######## block 1 ########
Fig. 1: block 1, placement by cell class
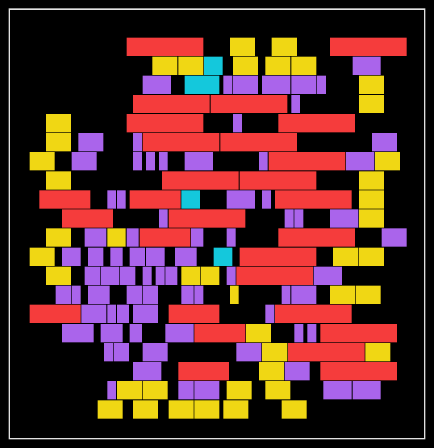

[src/rtl/xbar_pkg.sv]
// Shared crossbar definitions: port FSM state type and width helpers.
// id_w/dest_w are also used by the arbiter. They never return 0, so a
// single-entry configuration still gets a 1-bit field.
package xbar_pkg;

    typedef enum logic [0:0] {
        IDLE = 1'b0,
        LOCK = 1'b1
    } xbar_port_state_t;

    function automatic int unsigned id_w(input int unsigned s);
        return (s > 1) ? $clog2(s) : 1;
    endfunction

    function automatic int unsigned dest_w(input int unsigned m);
        return (m > 1) ? $clog2(m) : 1;
    endfunction

endpackage

[src/rtl/xbar_skid_buffer.sv]
// Two-entry FIFO skid buffer.
//  clk, rst                  clock, synchronous active-high reset
//  in_data/in_valid/in_ready  upstream handshake (in_ready depends only on registered fill level)
//  out_data/out_valid/out_ready downstream handshake; out_data is read straight from storage
module xbar_skid_buffer #(
    parameter int unsigned WIDTH = 8
) (
    input  logic             clk,
    input  logic             rst,
    input  logic [WIDTH-1:0] in_data,
    input  logic             in_valid,
    output logic             in_ready,
    output logic [WIDTH-1:0] out_data,
    output logic             out_valid,
    input  logic             out_ready
);

    logic [WIDTH-1:0] mem [2];
    logic             rd_ptr;
    logic             wr_ptr;
    logic [1:0]       count;
    logic             push;
    logic             pop;

    // Handshake flags come from the registered count only.
    always_comb begin
        in_ready  = (count != 2'd2);
        out_valid = (count != 2'd0);
        out_data  = mem[rd_ptr];
        push      = in_valid && in_ready;
        pop       = out_valid && out_ready;
    end

    // Storage, pointers and fill level.
    always_ff @(posedge clk) begin
        if (rst) begin
            mem[0] <= '0;
            mem[1] <= '0;
            rd_ptr <= 1'b0;
            wr_ptr <= 1'b0;
            count  <= 2'd0;
        end else begin
            if (push) begin
                mem[wr_ptr] <= in_data;
                wr_ptr      <= ~wr_ptr;
            end
            if (pop) begin
                rd_ptr <= ~rd_ptr;
            end
            count <= count + 2'(push) - 2'(pop);
        end
    end

endmodule

[src/rtl/xbar_m_port_mux.sv]
// Per-master-port output stage: locks onto the granted slave stream for one
// packet, muxes it into a 2-entry skid buffer and reports packet completion.
//  clk, rst                       clock, synchronous active-high reset
//  grant_valid, grant_id          grant from this port's arbiter (taken in IDLE only)
//  grant_done                     1-cycle pulse after the locked packet's last beat is accepted
//  s_data_i/s_valid_i/s_last_i    slave streams, valid already qualified by destination
//  s_ready_o                      one-hot (or zero) ready back to the slaves
//  m_data_o/m_id_o/m_last_o       master beat, id = source slave index
//  m_valid_o/m_ready_i            master handshake
module xbar_m_port_mux
    import xbar_pkg::*;
#(
    parameter int unsigned S_DATA_COUNT = 2,
    parameter int unsigned M_DATA_COUNT = 3,
    parameter int unsigned T_DATA_WIDTH = 8
) (
    input  logic                                       clk,
    input  logic                                       rst,
    input  logic                                       grant_valid,
    input  logic [id_w(S_DATA_COUNT)-1:0]              grant_id,
    output logic                                       grant_done,
    input  logic [S_DATA_COUNT-1:0][T_DATA_WIDTH-1:0]  s_data_i,
    input  logic [S_DATA_COUNT-1:0]                    s_valid_i,
    input  logic [S_DATA_COUNT-1:0]                    s_last_i,
    output logic [S_DATA_COUNT-1:0]                    s_ready_o,
    output logic [T_DATA_WIDTH-1:0]                    m_data_o,
    output logic [id_w(S_DATA_COUNT)-1:0]              m_id_o,
    output logic                                       m_last_o,
    output logic                                       m_valid_o,
    input  logic                                       m_ready_i
);

    localparam int unsigned T_ID___WIDTH = id_w(S_DATA_COUNT);
    localparam int unsigned T_DEST_WIDTH = dest_w(M_DATA_COUNT);
    localparam int unsigned BUF_WIDTH    = T_DATA_WIDTH + 1 + T_ID___WIDTH;

    // Reject configurations the arbiter/decoder could not address.
    if (S_DATA_COUNT < 1 || T_DEST_WIDTH < 1) begin : g_bad_params
        $error("xbar_m_port_mux: invalid parameters");
    end

    xbar_port_state_t          state;
    xbar_port_state_t          state_nxt;
    logic [T_ID___WIDTH-1:0]   sel;
    logic [T_ID___WIDTH-1:0]   sel_nxt;
    logic                      grant_done_nxt;
    logic                      buf_in_ready;
    logic                      buf_in_valid;
    logic                      accept;
    logic                      sel_last;
    logic [BUF_WIDTH-1:0]      buf_in;
    logic [BUF_WIDTH-1:0]      buf_out;

    // Input mux and per-slave ready; ready uses the registered buffer level only.
    always_comb begin
        s_ready_o    = '0;
        sel_last     = s_last_i[sel];
        buf_in_valid = (state == LOCK) && s_valid_i[sel];
        accept       = buf_in_valid && buf_in_ready;
        buf_in       = {s_data_i[sel], sel_last, sel};
        if (state == LOCK && buf_in_ready) begin
            s_ready_o[sel] = 1'b1;
        end
    end

    // Packet lock FSM: out-of-range grants are ignored, grants are ignored while locked.
    always_comb begin
        state_nxt      = state;
        sel_nxt        = sel;
        grant_done_nxt = 1'b0;
        case (state)
            IDLE: begin
                if (grant_valid && (32'(grant_id) < S_DATA_COUNT)) begin
                    state_nxt = LOCK;
                    sel_nxt   = grant_id;
                end
            end
            LOCK: begin
                if (accept && sel_last) begin
                    state_nxt      = IDLE;
                    grant_done_nxt = 1'b1;
                end
            end
            default: state_nxt = IDLE;
        endcase
    end

    // State, selection and done-pulse registers.
    always_ff @(posedge clk) begin
        if (rst) begin
            state      <= IDLE;
            sel        <= '0;
            grant_done <= 1'b0;
        end else begin
            state      <= state_nxt;
            sel        <= sel_nxt;
            grant_done <= grant_done_nxt;
        end
    end

    xbar_skid_buffer #(
        .WIDTH (BUF_WIDTH)
    ) u_skid (
        .clk       (clk),
        .rst       (rst),
        .in_data   (buf_in),
        .in_valid  (buf_in_valid),
        .in_ready  (buf_in_ready),
        .out_data  (buf_out),
        .out_valid (m_valid_o),
        .out_ready (m_ready_i)
    );

    assign {m_data_o, m_last_o, m_id_o} = buf_out;

endmodule

[config.mk]
export PLATFORM = sky130hd
export DESIGN_NAME = xbar_m_port_mux
export DESIGN_NICKNAME = d
export VERILOG_FILES = /design/src/rtl/xbar_pkg.sv /design/src/rtl/xbar_skid_buffer.sv /design/src/rtl/xbar_m_port_mux.sv
export SDC_FILE = /design/constraint.sdc
export NUM_CORES = 1
export LEC_CHECK = 0
export CORE_AREA = 2 2 57 59
export DETAILED_ROUTE_END_ITERATION = 10
export DIE_AREA = 0 0 59 61
export PLACE_DENSITY = 0.76
export RECOVER_POWER = 50
export SLEW_MARGIN = 20
export SYNTH_ARGS = -nofsm -noshare
export SYNTH_HDL_FRONTEND = slang
export SYNTH_SLANG_ARGS = --single-unit
export TNS_END_PERCENT = 20
[constraint.sdc]
create_clock -name clk -period 2.25 [get_ports clk]
set_input_delay 0.225 -clock clk [delete_from_list [all_inputs] [get_ports clk]]
set_output_delay 0.225 -clock clk [all_outputs]
set_load 0.02 [all_outputs]
######## block 2 ########
### src/rtl/stark_fpu_wb_sequencer_if.sv
// Station/FPU/regfile/ROB signal bundle for the FPU writeback sequencer.
// The slave side is the sequencer; the master side is its environment.
interface stark_fpu_wb_sequencer_if #(
    parameter int WID   = 64,
    parameter int PREGW = 9,
    parameter int AREGW = 7,
    parameter int RNDXW = 5
);
    logic             in_valid;
    logic [RNDXW-1:0] in_id;
    logic [PREGW-1:0] in_Rt;
    logic [PREGW-1:0] in_Rt1;
    logic [AREGW-1:0] in_aRt;
    logic             in_aRtz;
    logic [AREGW-1:0] in_aRt1;
    logic             in_aRtz1;
    logic             in_qfext;
    logic [7:0]       in_cptgt;
    logic [WID-1:0]   in_argT;
    logic             flush;
    logic             fpu_start;
    logic             fpu_abort;
    logic             fpu_done;
    logic [WID-1:0]   fpu_res;
    logic [WID-1:0]   fpu_res1;
    logic             fpu_exc;
    logic             wb_v;
    logic [PREGW-1:0] wb_Rt;
    logic [AREGW-1:0] wb_aRt;
    logic [WID-1:0]   wb_res;
    logic             wb_ack;
    logic             idle;
    logic             cmp_v;
    logic [RNDXW-1:0] cmp_id;
    logic [1:0]       cmp_exc;

    modport master (
        output in_valid, in_id, in_Rt, in_Rt1, in_aRt, in_aRtz, in_aRt1, in_aRtz1,
               in_qfext, in_cptgt, in_argT, flush, fpu_done, fpu_res, fpu_res1,
               fpu_exc, wb_ack,
        input  fpu_start, fpu_abort, wb_v, wb_Rt, wb_aRt, wb_res, idle, cmp_v,
               cmp_id, cmp_exc
    );

    modport slave (
        input  in_valid, in_id, in_Rt, in_Rt1, in_aRt, in_aRtz, in_aRt1, in_aRtz1,
               in_qfext, in_cptgt, in_argT, flush, fpu_done, fpu_res, fpu_res1,
               fpu_exc, wb_ack,
        output fpu_start, fpu_abort, wb_v, wb_Rt, wb_aRt, wb_res, idle, cmp_v,
               cmp_id, cmp_exc
    );
endinterface

### src/rtl/stark_fpu_wb_sequencer.sv
// FPU writeback sequencer: launches one op, waits for done/timeout, issues one or
// two regfile writebacks over valid/ack, then pulses ROB completion.
module stark_fpu_wb_sequencer #(
    parameter int WID   = 64,
    parameter int PREGW = 9,
    parameter int AREGW = 7,
    parameter int RNDXW = 5,
    parameter int TMO   = 63
) (
    input logic                       clk,
    input logic                       rst,
    stark_fpu_wb_sequencer_if.slave   bus
);
    localparam int TMRW = $clog2(TMO + 1);

    typedef enum logic [2:0] {S_IDLE, S_BUSY, S_WB0, S_WB1, S_CMP} state_t;

    state_t           r_state, w_next;
    logic [RNDXW-1:0] r_id;
    logic [PREGW-1:0] r_Rt, r_Rt1;
    logic [AREGW-1:0] r_aRt, r_aRt1;
    logic             r_aRtz, r_aRtz1, r_qfext;
    logic [WID-1:0]   r_res0, r_res1;
    logic [1:0]       r_exc;
    logic [TMRW-1:0]  r_timer;
    logic             r_idle, r_fpu_start, r_fpu_abort;
    logic             w_accept, w_timeout;

    assign w_accept  = (r_state == S_IDLE) && bus.in_valid && !bus.flush;
    // done arriving in the same cycle as the limit takes priority over timeout
    assign w_timeout = (r_state == S_BUSY) && !bus.fpu_done && (r_timer == TMRW'(TMO));

    always_comb begin
        w_next = r_state;
        case (r_state)
            S_IDLE: if (w_accept) w_next = (bus.in_cptgt != 8'd0) ? S_WB0 : S_BUSY;
            S_BUSY: if (bus.fpu_done || w_timeout) w_next = S_WB0;
            S_WB0:  if (r_aRtz || bus.wb_ack)
                        w_next = (r_qfext && (r_exc != 2'b10)) ? S_WB1 : S_CMP;
            S_WB1:  if (r_aRtz1 || bus.wb_ack) w_next = S_CMP;
            S_CMP:  w_next = S_IDLE;
            default: w_next = S_IDLE;
        endcase
        if (bus.flush && (r_state != S_IDLE)) w_next = S_IDLE;
    end

    always_ff @(posedge clk or negedge rst) begin
        if (!rst) begin
            r_state     <= S_IDLE;
            r_idle      <= 1'b1;
            r_fpu_start <= 1'b0;
            r_fpu_abort <= 1'b0;
            r_id        <= '0;
            r_Rt        <= '0;
            r_Rt1       <= '0;
            r_aRt       <= '0;
            r_aRt1      <= '0;
            r_aRtz      <= 1'b0;
            r_aRtz1     <= 1'b0;
            r_qfext     <= 1'b0;
            r_res0      <= '0;
            r_res1      <= '0;
            r_exc       <= 2'b00;
            r_timer     <= '0;
        end else begin
            r_state     <= w_next;
            r_idle      <= (w_next == S_IDLE);
            r_fpu_start <= w_accept && (bus.in_cptgt == 8'd0);
            r_fpu_abort <= (r_state == S_BUSY) && (bus.flush || w_timeout);
            if (w_accept) begin
                r_id    <= bus.in_id;
                r_Rt    <= bus.in_Rt;
                r_Rt1   <= bus.in_Rt1;
                r_aRt   <= bus.in_aRt;
                r_aRt1  <= bus.in_aRt1;
                r_aRtz  <= bus.in_aRtz;
                r_aRtz1 <= bus.in_aRtz1;
                r_qfext <= bus.in_qfext;
                r_res0  <= bus.in_argT;
                r_res1  <= '0;
                r_exc   <= 2'b00;
                r_timer <= '0;
            end else if ((r_state == S_BUSY) && !bus.flush) begin
                r_timer <= r_timer + 1'b1;
                if (bus.fpu_done) begin
                    r_res0 <= bus.fpu_res;
                    r_res1 <= bus.fpu_res1;
                    r_exc  <= bus.fpu_exc ? 2'b01 : 2'b00;
                end else if (w_timeout) begin
                    r_exc  <= 2'b10;
                    r_res0 <= '0;
                end
            end
        end
    end

    // Writeback fields are muxed straight from the latched op so they stay
    // stable for as long as the regfile withholds ack.
    assign bus.wb_v      = ((r_state == S_WB0) && !r_aRtz) || ((r_state == S_WB1) && !r_aRtz1);
    assign bus.wb_Rt     = (r_state == S_WB1) ? r_Rt1  : r_Rt;
    assign bus.wb_aRt    = (r_state == S_WB1) ? r_aRt1 : r_aRt;
    assign bus.wb_res    = (r_state == S_WB1) ? r_res1 : r_res0;
    assign bus.fpu_start = r_fpu_start;
    assign bus.fpu_abort = r_fpu_abort;
    assign bus.idle      = r_idle;
    assign bus.cmp_v     = (r_state == S_CMP) && !bus.flush;
    assign bus.cmp_id    = r_id;
    assign bus.cmp_exc   = r_exc;
endmodule

### src/flat_wrapper.sv
// flat-port wrapper written by rule: the top's interface ports become plain ports
module stark_fpu_wb_sequencer_flat 
#(
    parameter int WID   = 64,
    parameter int PREGW = 9,
    parameter int AREGW = 7,
    parameter int RNDXW = 5,
    parameter int TMO   = 63
)
  (clk, rst, bus_in_valid, bus_in_id, bus_in_Rt, bus_in_Rt1, bus_in_aRt, bus_in_aRtz, bus_in_aRt1, bus_in_aRtz1, bus_in_qfext, bus_in_cptgt, bus_in_argT, bus_flush, bus_fpu_done, bus_fpu_res, bus_fpu_res1, bus_fpu_exc, bus_wb_ack, bus_fpu_start, bus_fpu_abort, bus_wb_v, bus_wb_Rt, bus_wb_aRt, bus_wb_res, bus_idle, bus_cmp_v, bus_cmp_id, bus_cmp_exc);
  stark_fpu_wb_sequencer_if #(.WID(WID), .PREGW(PREGW), .AREGW(AREGW), .RNDXW(RNDXW)) bus_i ();
  input logic clk;
  input logic rst;
  input wire logic [$bits(bus_i.in_valid)-1:0] bus_in_valid;
  input wire logic [$bits(bus_i.in_id)-1:0] bus_in_id;
  input wire logic [$bits(bus_i.in_Rt)-1:0] bus_in_Rt;
  input wire logic [$bits(bus_i.in_Rt1)-1:0] bus_in_Rt1;
  input wire logic [$bits(bus_i.in_aRt)-1:0] bus_in_aRt;
  input wire logic [$bits(bus_i.in_aRtz)-1:0] bus_in_aRtz;
  input wire logic [$bits(bus_i.in_aRt1)-1:0] bus_in_aRt1;
  input wire logic [$bits(bus_i.in_aRtz1)-1:0] bus_in_aRtz1;
  input wire logic [$bits(bus_i.in_qfext)-1:0] bus_in_qfext;
  input wire logic [$bits(bus_i.in_cptgt)-1:0] bus_in_cptgt;
  input wire logic [$bits(bus_i.in_argT)-1:0] bus_in_argT;
  input wire logic [$bits(bus_i.flush)-1:0] bus_flush;
  input wire logic [$bits(bus_i.fpu_done)-1:0] bus_fpu_done;
  input wire logic [$bits(bus_i.fpu_res)-1:0] bus_fpu_res;
  input wire logic [$bits(bus_i.fpu_res1)-1:0] bus_fpu_res1;
  input wire logic [$bits(bus_i.fpu_exc)-1:0] bus_fpu_exc;
  input wire logic [$bits(bus_i.wb_ack)-1:0] bus_wb_ack;
  output wire logic [$bits(bus_i.fpu_start)-1:0] bus_fpu_start;
  output wire logic [$bits(bus_i.fpu_abort)-1:0] bus_fpu_abort;
  output wire logic [$bits(bus_i.wb_v)-1:0] bus_wb_v;
  output wire logic [$bits(bus_i.wb_Rt)-1:0] bus_wb_Rt;
  output wire logic [$bits(bus_i.wb_aRt)-1:0] bus_wb_aRt;
  output wire logic [$bits(bus_i.wb_res)-1:0] bus_wb_res;
  output wire logic [$bits(bus_i.idle)-1:0] bus_idle;
  output wire logic [$bits(bus_i.cmp_v)-1:0] bus_cmp_v;
  output wire logic [$bits(bus_i.cmp_id)-1:0] bus_cmp_id;
  output wire logic [$bits(bus_i.cmp_exc)-1:0] bus_cmp_exc;
  assign bus_i.in_valid = bus_in_valid;
  assign bus_i.in_id = bus_in_id;
  assign bus_i.in_Rt = bus_in_Rt;
  assign bus_i.in_Rt1 = bus_in_Rt1;
  assign bus_i.in_aRt = bus_in_aRt;
  assign bus_i.in_aRtz = bus_in_aRtz;
  assign bus_i.in_aRt1 = bus_in_aRt1;
  assign bus_i.in_aRtz1 = bus_in_aRtz1;
  assign bus_i.in_qfext = bus_in_qfext;
  assign bus_i.in_cptgt = bus_in_cptgt;
  assign bus_i.in_argT = bus_in_argT;
  assign bus_i.flush = bus_flush;
  assign bus_i.fpu_done = bus_fpu_done;
  assign bus_i.fpu_res = bus_fpu_res;
  assign bus_i.fpu_res1 = bus_fpu_res1;
  assign bus_i.fpu_exc = bus_fpu_exc;
  assign bus_i.wb_ack = bus_wb_ack;
  assign bus_fpu_start = bus_i.fpu_start;
  assign bus_fpu_abort = bus_i.fpu_abort;
  assign bus_wb_v = bus_i.wb_v;
  assign bus_wb_Rt = bus_i.wb_Rt;
  assign bus_wb_aRt = bus_i.wb_aRt;
  assign bus_wb_res = bus_i.wb_res;
  assign bus_idle = bus_i.idle;
  assign bus_cmp_v = bus_i.cmp_v;
  assign bus_cmp_id = bus_i.cmp_id;
  assign bus_cmp_exc = bus_i.cmp_exc;
  stark_fpu_wb_sequencer #(.WID(WID), .PREGW(PREGW), .AREGW(AREGW), .RNDXW(RNDXW), .TMO(TMO)) u_core (.clk(clk), .rst(rst), .bus(bus_i));
endmodule
### config.mk
export PLATFORM = sky130hd
export DESIGN_NAME = stark_fpu_wb_sequencer_flat
export DESIGN_NICKNAME = d
export VERILOG_FILES = /design/src/rtl/stark_fpu_wb_sequencer_if.sv /design/src/rtl/stark_fpu_wb_sequencer.sv /design/src/flat_wrapper.sv
export SDC_FILE = /design/constraint.sdc
export NUM_CORES = 1
export LEC_CHECK = 0
export ABC_AREA = 1
export CORE_MARGIN = 2
export CORE_UTILIZATION = 29
export CTS_CLUSTER_SIZE = 25
export DETAILED_ROUTE_END_ITERATION = 16
export GPL_ROUTABILITY_DRIVEN = 0
export PLACE_DENSITY_LB_ADDON = 0.2
export SYNTH_ARGS = -nofsm -noshare
export SYNTH_HDL_FRONTEND = slang
export SYNTH_SLANG_ARGS = --single-unit
### constraint.sdc
create_clock -name clk -period 1.9 [get_ports clk]
set_input_delay 0.285 -clock clk [delete_from_list [all_inputs] [get_ports clk]]
set_output_delay 0.285 -clock clk [all_outputs]
set_load 0.05 [all_outputs]
######## block 3 ########
## src/rtl/mux4_rr_arbiter.sv

```systemverilog
// Round-robin 4:1 arbiter: one IDLE cycle picks a requester, then GRANT forwards its stream combinationally.
// Backpressure: out_ready is passed straight to the granted in_ready; no buffering.
module mux4_rr_arbiter #(
   parameter int DW       = 8,
   parameter int MAXBURST = 4
) (
   input  logic            clk,
   input  logic            rst,
   input  logic [3:0]      in_valid,
   input  logic [4*DW-1:0] in_data,
   input  logic [3:0]      in_last,
   output logic [3:0]      in_ready,
   output logic            out_valid,
   output logic [DW-1:0]   out_data,
   output logic            out_last,
   input  logic            out_ready,
   output logic [1:0]      sel,
   output logic            busy
);

   localparam logic [0:0] IDLE  = 1'b0;
   localparam logic [0:0] GRANT = 1'b1;

   localparam logic [3:0] LAST_BEAT = 4'(MAXBURST - 1);

   logic [0:0] state;
   logic [1:0] ptr;
   logic [3:0] count;

   logic       found;
   logic [1:0] pick;
   logic [1:0] idx;
   logic       granted;
   logic       xfer;

   // Search starts at ptr so the last-served requester is considered last.
   always_comb begin
      found = 1'b0;
      pick  = ptr;
      idx   = '0;
      for (int i = 0; i < 4; i++) begin
         idx = ptr + 2'(i);
         if (!found && in_valid[idx]) begin
            found = 1'b1;
            pick  = idx;
         end
      end
   end

   assign granted = (state == GRANT);
   assign busy    = granted;

   always_comb begin
      out_data = '0;
      for (int k = 0; k < 4; k++) begin
         if (sel == 2'(k)) out_data = in_data[k*DW +: DW];
      end
   end

   assign out_valid = granted && in_valid[sel];
   assign out_last  = granted && (in_last[sel] || (count == LAST_BEAT));
   assign in_ready  = (granted && out_ready) ? (4'b0001 << sel) : 4'b0000;
   assign xfer      = out_valid && out_ready;

   always_ff @(posedge clk) begin
      if (rst) begin
         state <= IDLE;
         sel   <= 2'd0;
         ptr   <= 2'd0;
         count <= 4'd0;
      end else begin
         case (state)
            IDLE: begin
               if (found) begin
                  sel   <= pick;
                  count <= 4'd0;
                  state <= GRANT;
               end
            end
            default: begin
               if (xfer) begin
                  if (out_last) begin
                     state <= IDLE;
                     ptr   <= sel + 2'd1;
                     count <= 4'd0;
                  end else begin
                     count <= count + 4'd1;
                  end
               end
            end
         endcase
      end
   end

endmodule
```

## config.mk

```make
export PLATFORM = sky130hd
export DESIGN_NAME = mux4_rr_arbiter
export DESIGN_NICKNAME = d
export VERILOG_FILES = /design/src/rtl/mux4_rr_arbiter.sv
export SDC_FILE = /design/constraint.sdc
export NUM_CORES = 1
export LEC_CHECK = 0
export CELL_PAD_IN_SITES_DETAIL_PLACEMENT = 0
export CELL_PAD_IN_SITES_GLOBAL_PLACEMENT = 2
export CORE_UTILIZATION = 18
export CTS_BUF_LIST = sky130_fd_sc_hd__clkbuf_2
export CTS_CLUSTER_SIZE = 10
export DETAILED_ROUTE_END_ITERATION = 10
export GPL_TIMING_DRIVEN = 0
export PLACE_DENSITY_LB_ADDON = 0.12
export SLEW_MARGIN = 10
export SYNTH_ARGS = -nofsm -noshare
export SYNTH_HDL_FRONTEND = slang
export SYNTH_SLANG_ARGS = --single-unit
```

## constraint.sdc

```tcl
create_clock -name clk -period 1.95 [get_ports clk]
set_input_delay 0.4875 -clock clk [delete_from_list [all_inputs] [get_ports clk]]
set_output_delay 0.4875 -clock clk [all_outputs]
set_load 0.05 [all_outputs]
```


==> gallery <==
Track usage over the die.
panel A
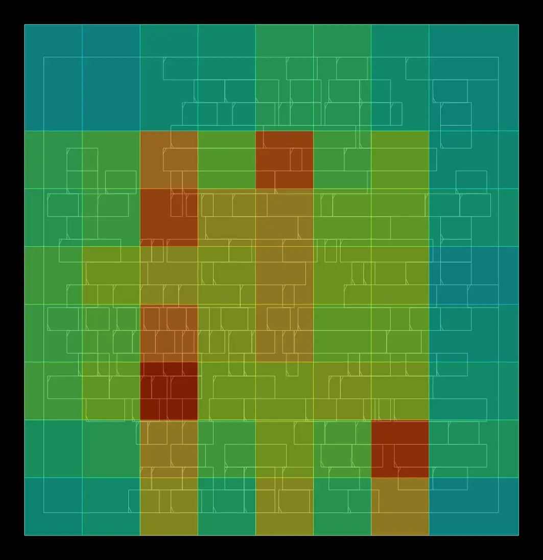
panel B
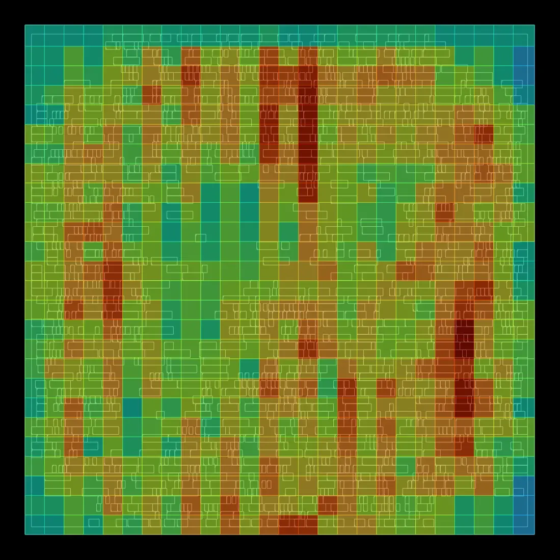
panel C
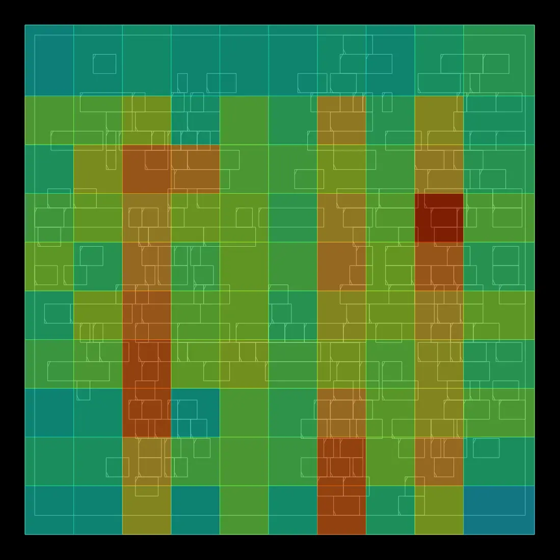
- panel B = block 2
- panel C = block 3
- panel A = block 1
- most wire per cell: panel B
- highest track usage: panel B

Fig. 2: block 2, placement by cell class
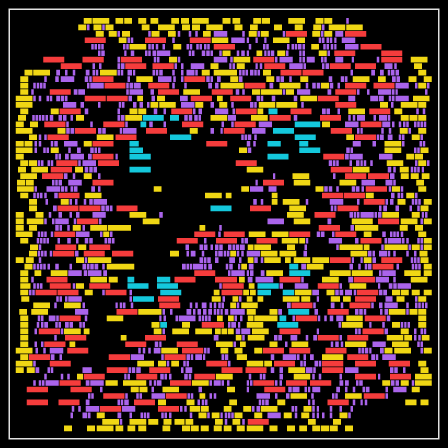
color	class	cells	share of their area
purple	remaining logic cells	962	32%
cyan	clock drivers and dummy loads	32	3.9%
yellow	remaining buffers and delay cells	431	36%
red	registers	182	29%

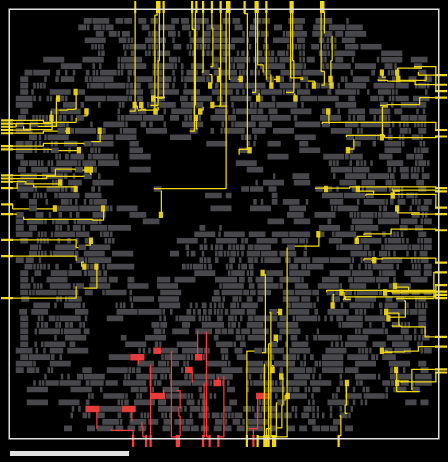
Fig. 3. Wires at chosen ports, followed through buffers (block 2).
Scale bar: 50 um.
color	port	bits	direction	edge	end cells	buffers	wire
yellow	`bus_fpu_res1`	64	input	21 right, 19 top, 16 left, 8 bottom	64	64	2,520 um
red	`bus_wb_Rt`	9	output	bottom	9	9	275 um

==> flow_summary.ini, block 2 <==
; yosys + openroad results
[final_layout]
flop_area_um2 = 4560
dominant_cells = non-clock buffers
drive_gt1_share_pct = 20.8
seq_share_pct = 27.8
clockNetworkAreaShare_pct = 3.81
buffer_area_share_pct = 34.8
finalNonFillerCells = 2005

[status]
status = finished, violations left
violations = setup timing

[clock_network]
cts-htree-levels = 4
clkLatencyLatePin_ps = 430
root_buffer = clkbuf_16
cts_hold_buf = 1

[final_timing]
clock.fmax_mhz = 480
setup_ws_ps = -185
setup_violations = 106
finalSetupTns_ps = -10410

[run]
warnings = 29

[min_path]
holdPathEnd = u_core.r_aRt[5]

[setup_path]
rrSetupSlack_ps = -30
critPathLaunchType = register
arrival_ps = 1800
critPathSlowestCell = dfrtp_1
critPathTopFamily = buffers and inverters
crit_path_end_kind = primary output

[pwr]
leakage_nw = 7.67

[detailed_routing]
first_iter_violations = 577

[yosys]
flop_cell = dfrtp_1

[floorplan]
taps = 396
==> block 2: cell usage after synthesis, types with 2 or more instances <==
master,count,area (um2)
o22ai_1,2,12.5
a21oi_1,5,25.0
nand2_1,515,1930
nand4_1,3,18.8
nor2_1,16,60.1
dfrtp_1,181,4530
inv_2,2,7.51
nand2_2,2,12.5
inv_1,104,390
clkbuf_1,42,158
buf_2,30,150
nand3_1,137,686
buf_1,4,15.0
o21ai_0,168,841
buf_4,6,45.0
==> block 2: report_power, final <==
group          switching [mW]  internal (mW)
Sequential              0.772           5.45
Clock                    1.82           1.95
Combinational            8.66           6.91
==> block 2: per-layer routing <==
layer / global-route usage, % / vias up / wire (um)
met2: 34.4 / 278 / 17200
li1: - / 4605 / -
met3: 4.47 / 17 / 1840
met4: 3.84 / 0 / 342
met1: 26.7 / 4540 / 14900
met5: 0 / - / 0
==> block 2: metrics by stage <==
step	total power, mW	hold slack (ps)
2_1_floorplan	11.7	-10.6
3_3_place_gp	19.6	316
3_5_place_dp	19.7	310
4_1_cts	25.0	369
5_1_grt	26.9	370
6_report	25.6	381
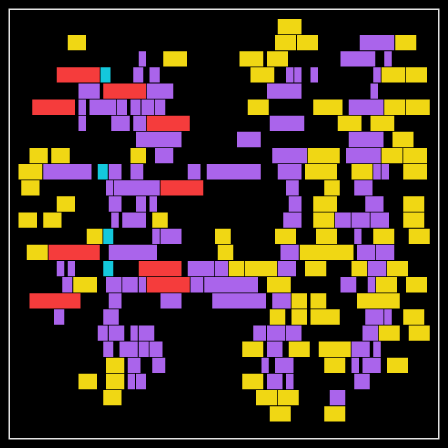
Fig. 4. Placement by cell class (block 3).
color	class	cells	share of their area
cyan	clock drivers and dummy loads	4	1.0%
red	registers	9	9.7%
yellow	remaining buffers and delay cells	79	42%
purple	remaining logic cells	110	47%

==> flow_summary.ini, block 3 <==
; yosys + openroad results
[floorplan]
taps = 67
core_area_um2 = 4720
row_count = 25
fp_util_pct = 18.8

[setup_path]
arrival_ps = 1660
critPathLaunchType = register
critPathSlowestCell = dfxtp_4
crit_end = out_data[4]
slowest_delay_ps = 390
crit_path_end_kind = primary output
critPathMaxFanout = 4
path_buffers = 3
crit_start = sel[1]

[global_routing]
grt_pass1_vias = 1229

[final_layout]
nFillCells = 478
diodes = 0
flop_area_um2 = 188
comb_share_pct = 44.2
buffers = 79
finalNonFillerCells = 269

[final_timing]
grt_setup_unrepaired = true
tightest_slew_ps = 489
skew_ps = 2.53
setup_violations = 10
slew_headroom_pct = 67.5
setup_ws_ps = -201

[clock_network]
cts-htree-levels = 1
clk_path_buf_depth = 2
ctsResizeCount = 138
cts_hold_buf = 0

[pwr]
vdd_ir_drop_max_mv = 0.252
p_clk_share_pct = 13.6
totalPowerFinal_uw = 908
intPower_uw = 523

[yosys]
top_area_cell = dfxtp_1
ys_chip_area_um2 = 886
syn_avg_cell_area_um2 = 7.14
top_cells_by_area = dfxtp_1 (20%), a21oi_1 (14%), nand2_1 (8.5%), ha_1 (7.1%), nand3b_1 (6.8%)
syn-cell-area_um2 = 886
mux_area_share_pct = 8.47

[detailed_routing]
wl_mm = 3.46
first_iter_violations = 29
vias = 1209

[place]
port_buffers = 59
pre_cts_slack_ps = -993
dp_cells = 250

[status]
status = finished, violations left
violations = setup timing

[run]
maxCapViolCount = 0

[min_path]
min_from = count[3]
hold_depth = 2
==> block 3: power by group through the flow <==
stage	Clock (mW)	Combinational, mW	Sequential, mW
after detailed placement	0	0.488	0.210
after floorplan	0	0.281	0.220
final	0.124	0.580	0.204
after global routing	0.132	0.615	0.206
after global placement	0	0.485	0.209
after CTS	0.128	0.566	0.203
==> block 3: layer usage <==
layer	GRT usage, %	wire [um]	vias to the layer above
met1	16.2	1490	556
met5	0	0	-
met2	25.2	1790	47
met4	3.92	26	0
li1	-	-	602
met3	1.25	161	4
==> block 3: cells in the mapped netlist (all sizes together) <==
library cell  count
o21bai            2
and2              3
mux4              2
inv               4
nor2              8
a21o              1
dfxtp             9
a22oi             1
nand3b            9
nor2b             4
o21ai            11
a21oi            24
ha                5
o211ai            2
mux2i             3
or3               2
nand2            20
xor2              1
or4               1
clkbuf            5
and3              4
nor3b             1
o2111ai           1
nand3             1
==> block 3: state kept, by name, indices dropped and copies added, names as in the netlist <==
register	cells
sel	2
ptr	2
count	4
busy	1
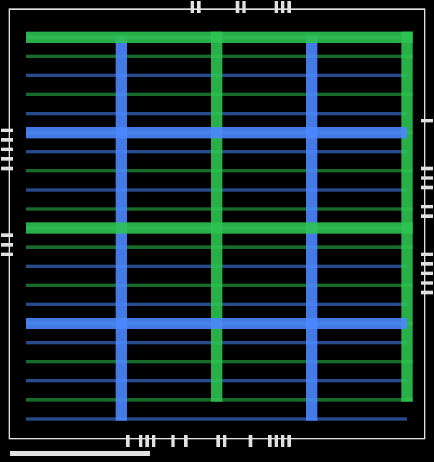
Fig. 5. Floorplan with the power grid (block 1).
Scale bar: 20 um. Pins as bars on the die edge.
color	net
green	VDD
blue	VSS
met4 straps	4
rows	20

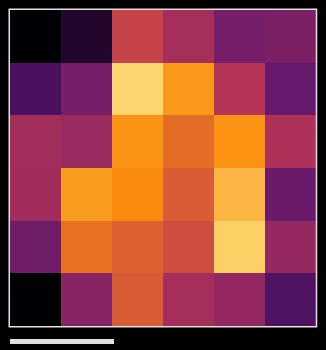
Fig. 6. Placement density heat map (block 1).
Scale bar: 20 um. 6 x 6 tiles, from black (low) to pale yellow (high), 0 to 100% covered.
nearly empty tiles	5.6%
mean over tiles	48%
fullest tile	91%
tiles over 75% full	19%
emptiest ninth of the die	top left

Notes on Fig. 1 above:
color	class	cells	share of their area
red	registers	28	44%
cyan	clock drivers and dummy loads	4	2.1%
purple	remaining logic cells	77	31%
yellow	remaining buffers and delay cells	42	23%

==> flow_summary.ini, block 1 <==
; yosys + openroad results
[status]
status = finished, final reports clean

[detailed_routing]
drt-vias-per-instance = 5.17
routed.top_layer = met4
ant_nets = 0
dr.pass1.iters = 4

[yosys]
topCombFamilyByArea = multiplexers
ys_top_cells_by_count = nor2_1 (24), edfxtp_1 (20), mux2_2 (11), mux2i_1 (11), dfxtp_1 (8)
top_cells_by_area = edfxtp_1 (45%), dfxtp_1 (12%), mux2_2 (9.4%), mux2i_1 (8.3%), nor2_1 (6.8%)
synth-edff-count = 20
syn-cell-area_um2 = 1320
top_area_cell = edfxtp_1

[final_timing]
tightest_slew_ps = 495
min_period_over_period_pct = 95.3
finalSetupTns_ps = 0
whs_ps = 530
period_minus_slack_ps = 2140

[setup_path]
crit_path_end_kind = primary output
r2r_cells = 3
path_class = reg2out
critPathMaxFanout = 10
cp.required_ps = 2030

[pwr]
seq_power_share_pct = 46.4
pwr_density_cell_nw_per_um2 = 838
vdd_ir_drop_max_mv = 0.531

[floorplan]
ioPinCount = 39

[final_layout]
fin_area_um2 = 1780
comb_area_um2 = 524
clockNetworkAreaShare_pct = 2.04
flop_area_um2 = 761
flops = 28
dominant_cells = sequential cells
buffer_area_share_pct = 22.9
syn_to_final_growth_pct = 34.2

[clock_network]
post-cts-setup-buffers = 0
cts_sinks = 28
clk_path_buf_depth = 2
cts_hold_buf = 0

[place]
hpwl_mm = 1.90
pre_cts_slack_ps = 335

[global_routing]
grt_usage_pct = 14.9
-- block 1: worst max-delay path: stages, from the launching register on --
cell	delay (ps)
dfxtp_1	650
mux2_2	400
clkdlybuf4s50_1	540
-- block 1: flip-flops by register name, summed over array words and instances (netlist names), named ones only --
name,flops
grant_done,1
u_skid.wr_ptr,1
state,1
sel,1
u_skid.mem,20
u_skid.rd_ptr,1
u_skid.count,2
-- block 1: power groups by stage --
stage | Sequential (mW) | Clock, mW | Combinational, mW
2_1_floorplan | 0.661 | 0 | 0.370
3_3_place_gp | 0.697 | 0 | 0.552
3_5_place_dp | 0.704 | 0 | 0.563
4_1_cts | 0.691 | 0.252 | 0.566
5_1_grt | 0.701 | 0.267 | 0.599
6_report | 0.690 | 0.250 | 0.549
-- block 1: placed cells by master, fill, tap and decap left out, types with 2 or more instances in the layout --
cell type	n
dfxtp_1	8
clkdlybuf4s50_1	36
o21ai_0	2
mux2_2	10
buf_4	3
nor3_1	3
nor2_1	24
clkbuf_4	3
dlygate4sd3_1	2
edfxtp_1	20
mux2i_1	11
nand2_1	2
nand2b_1	3
nor2b_1	2
and3_1	2
inv_1	2

Power figures rest on the tool's default switching activity, not on a simulated workload.
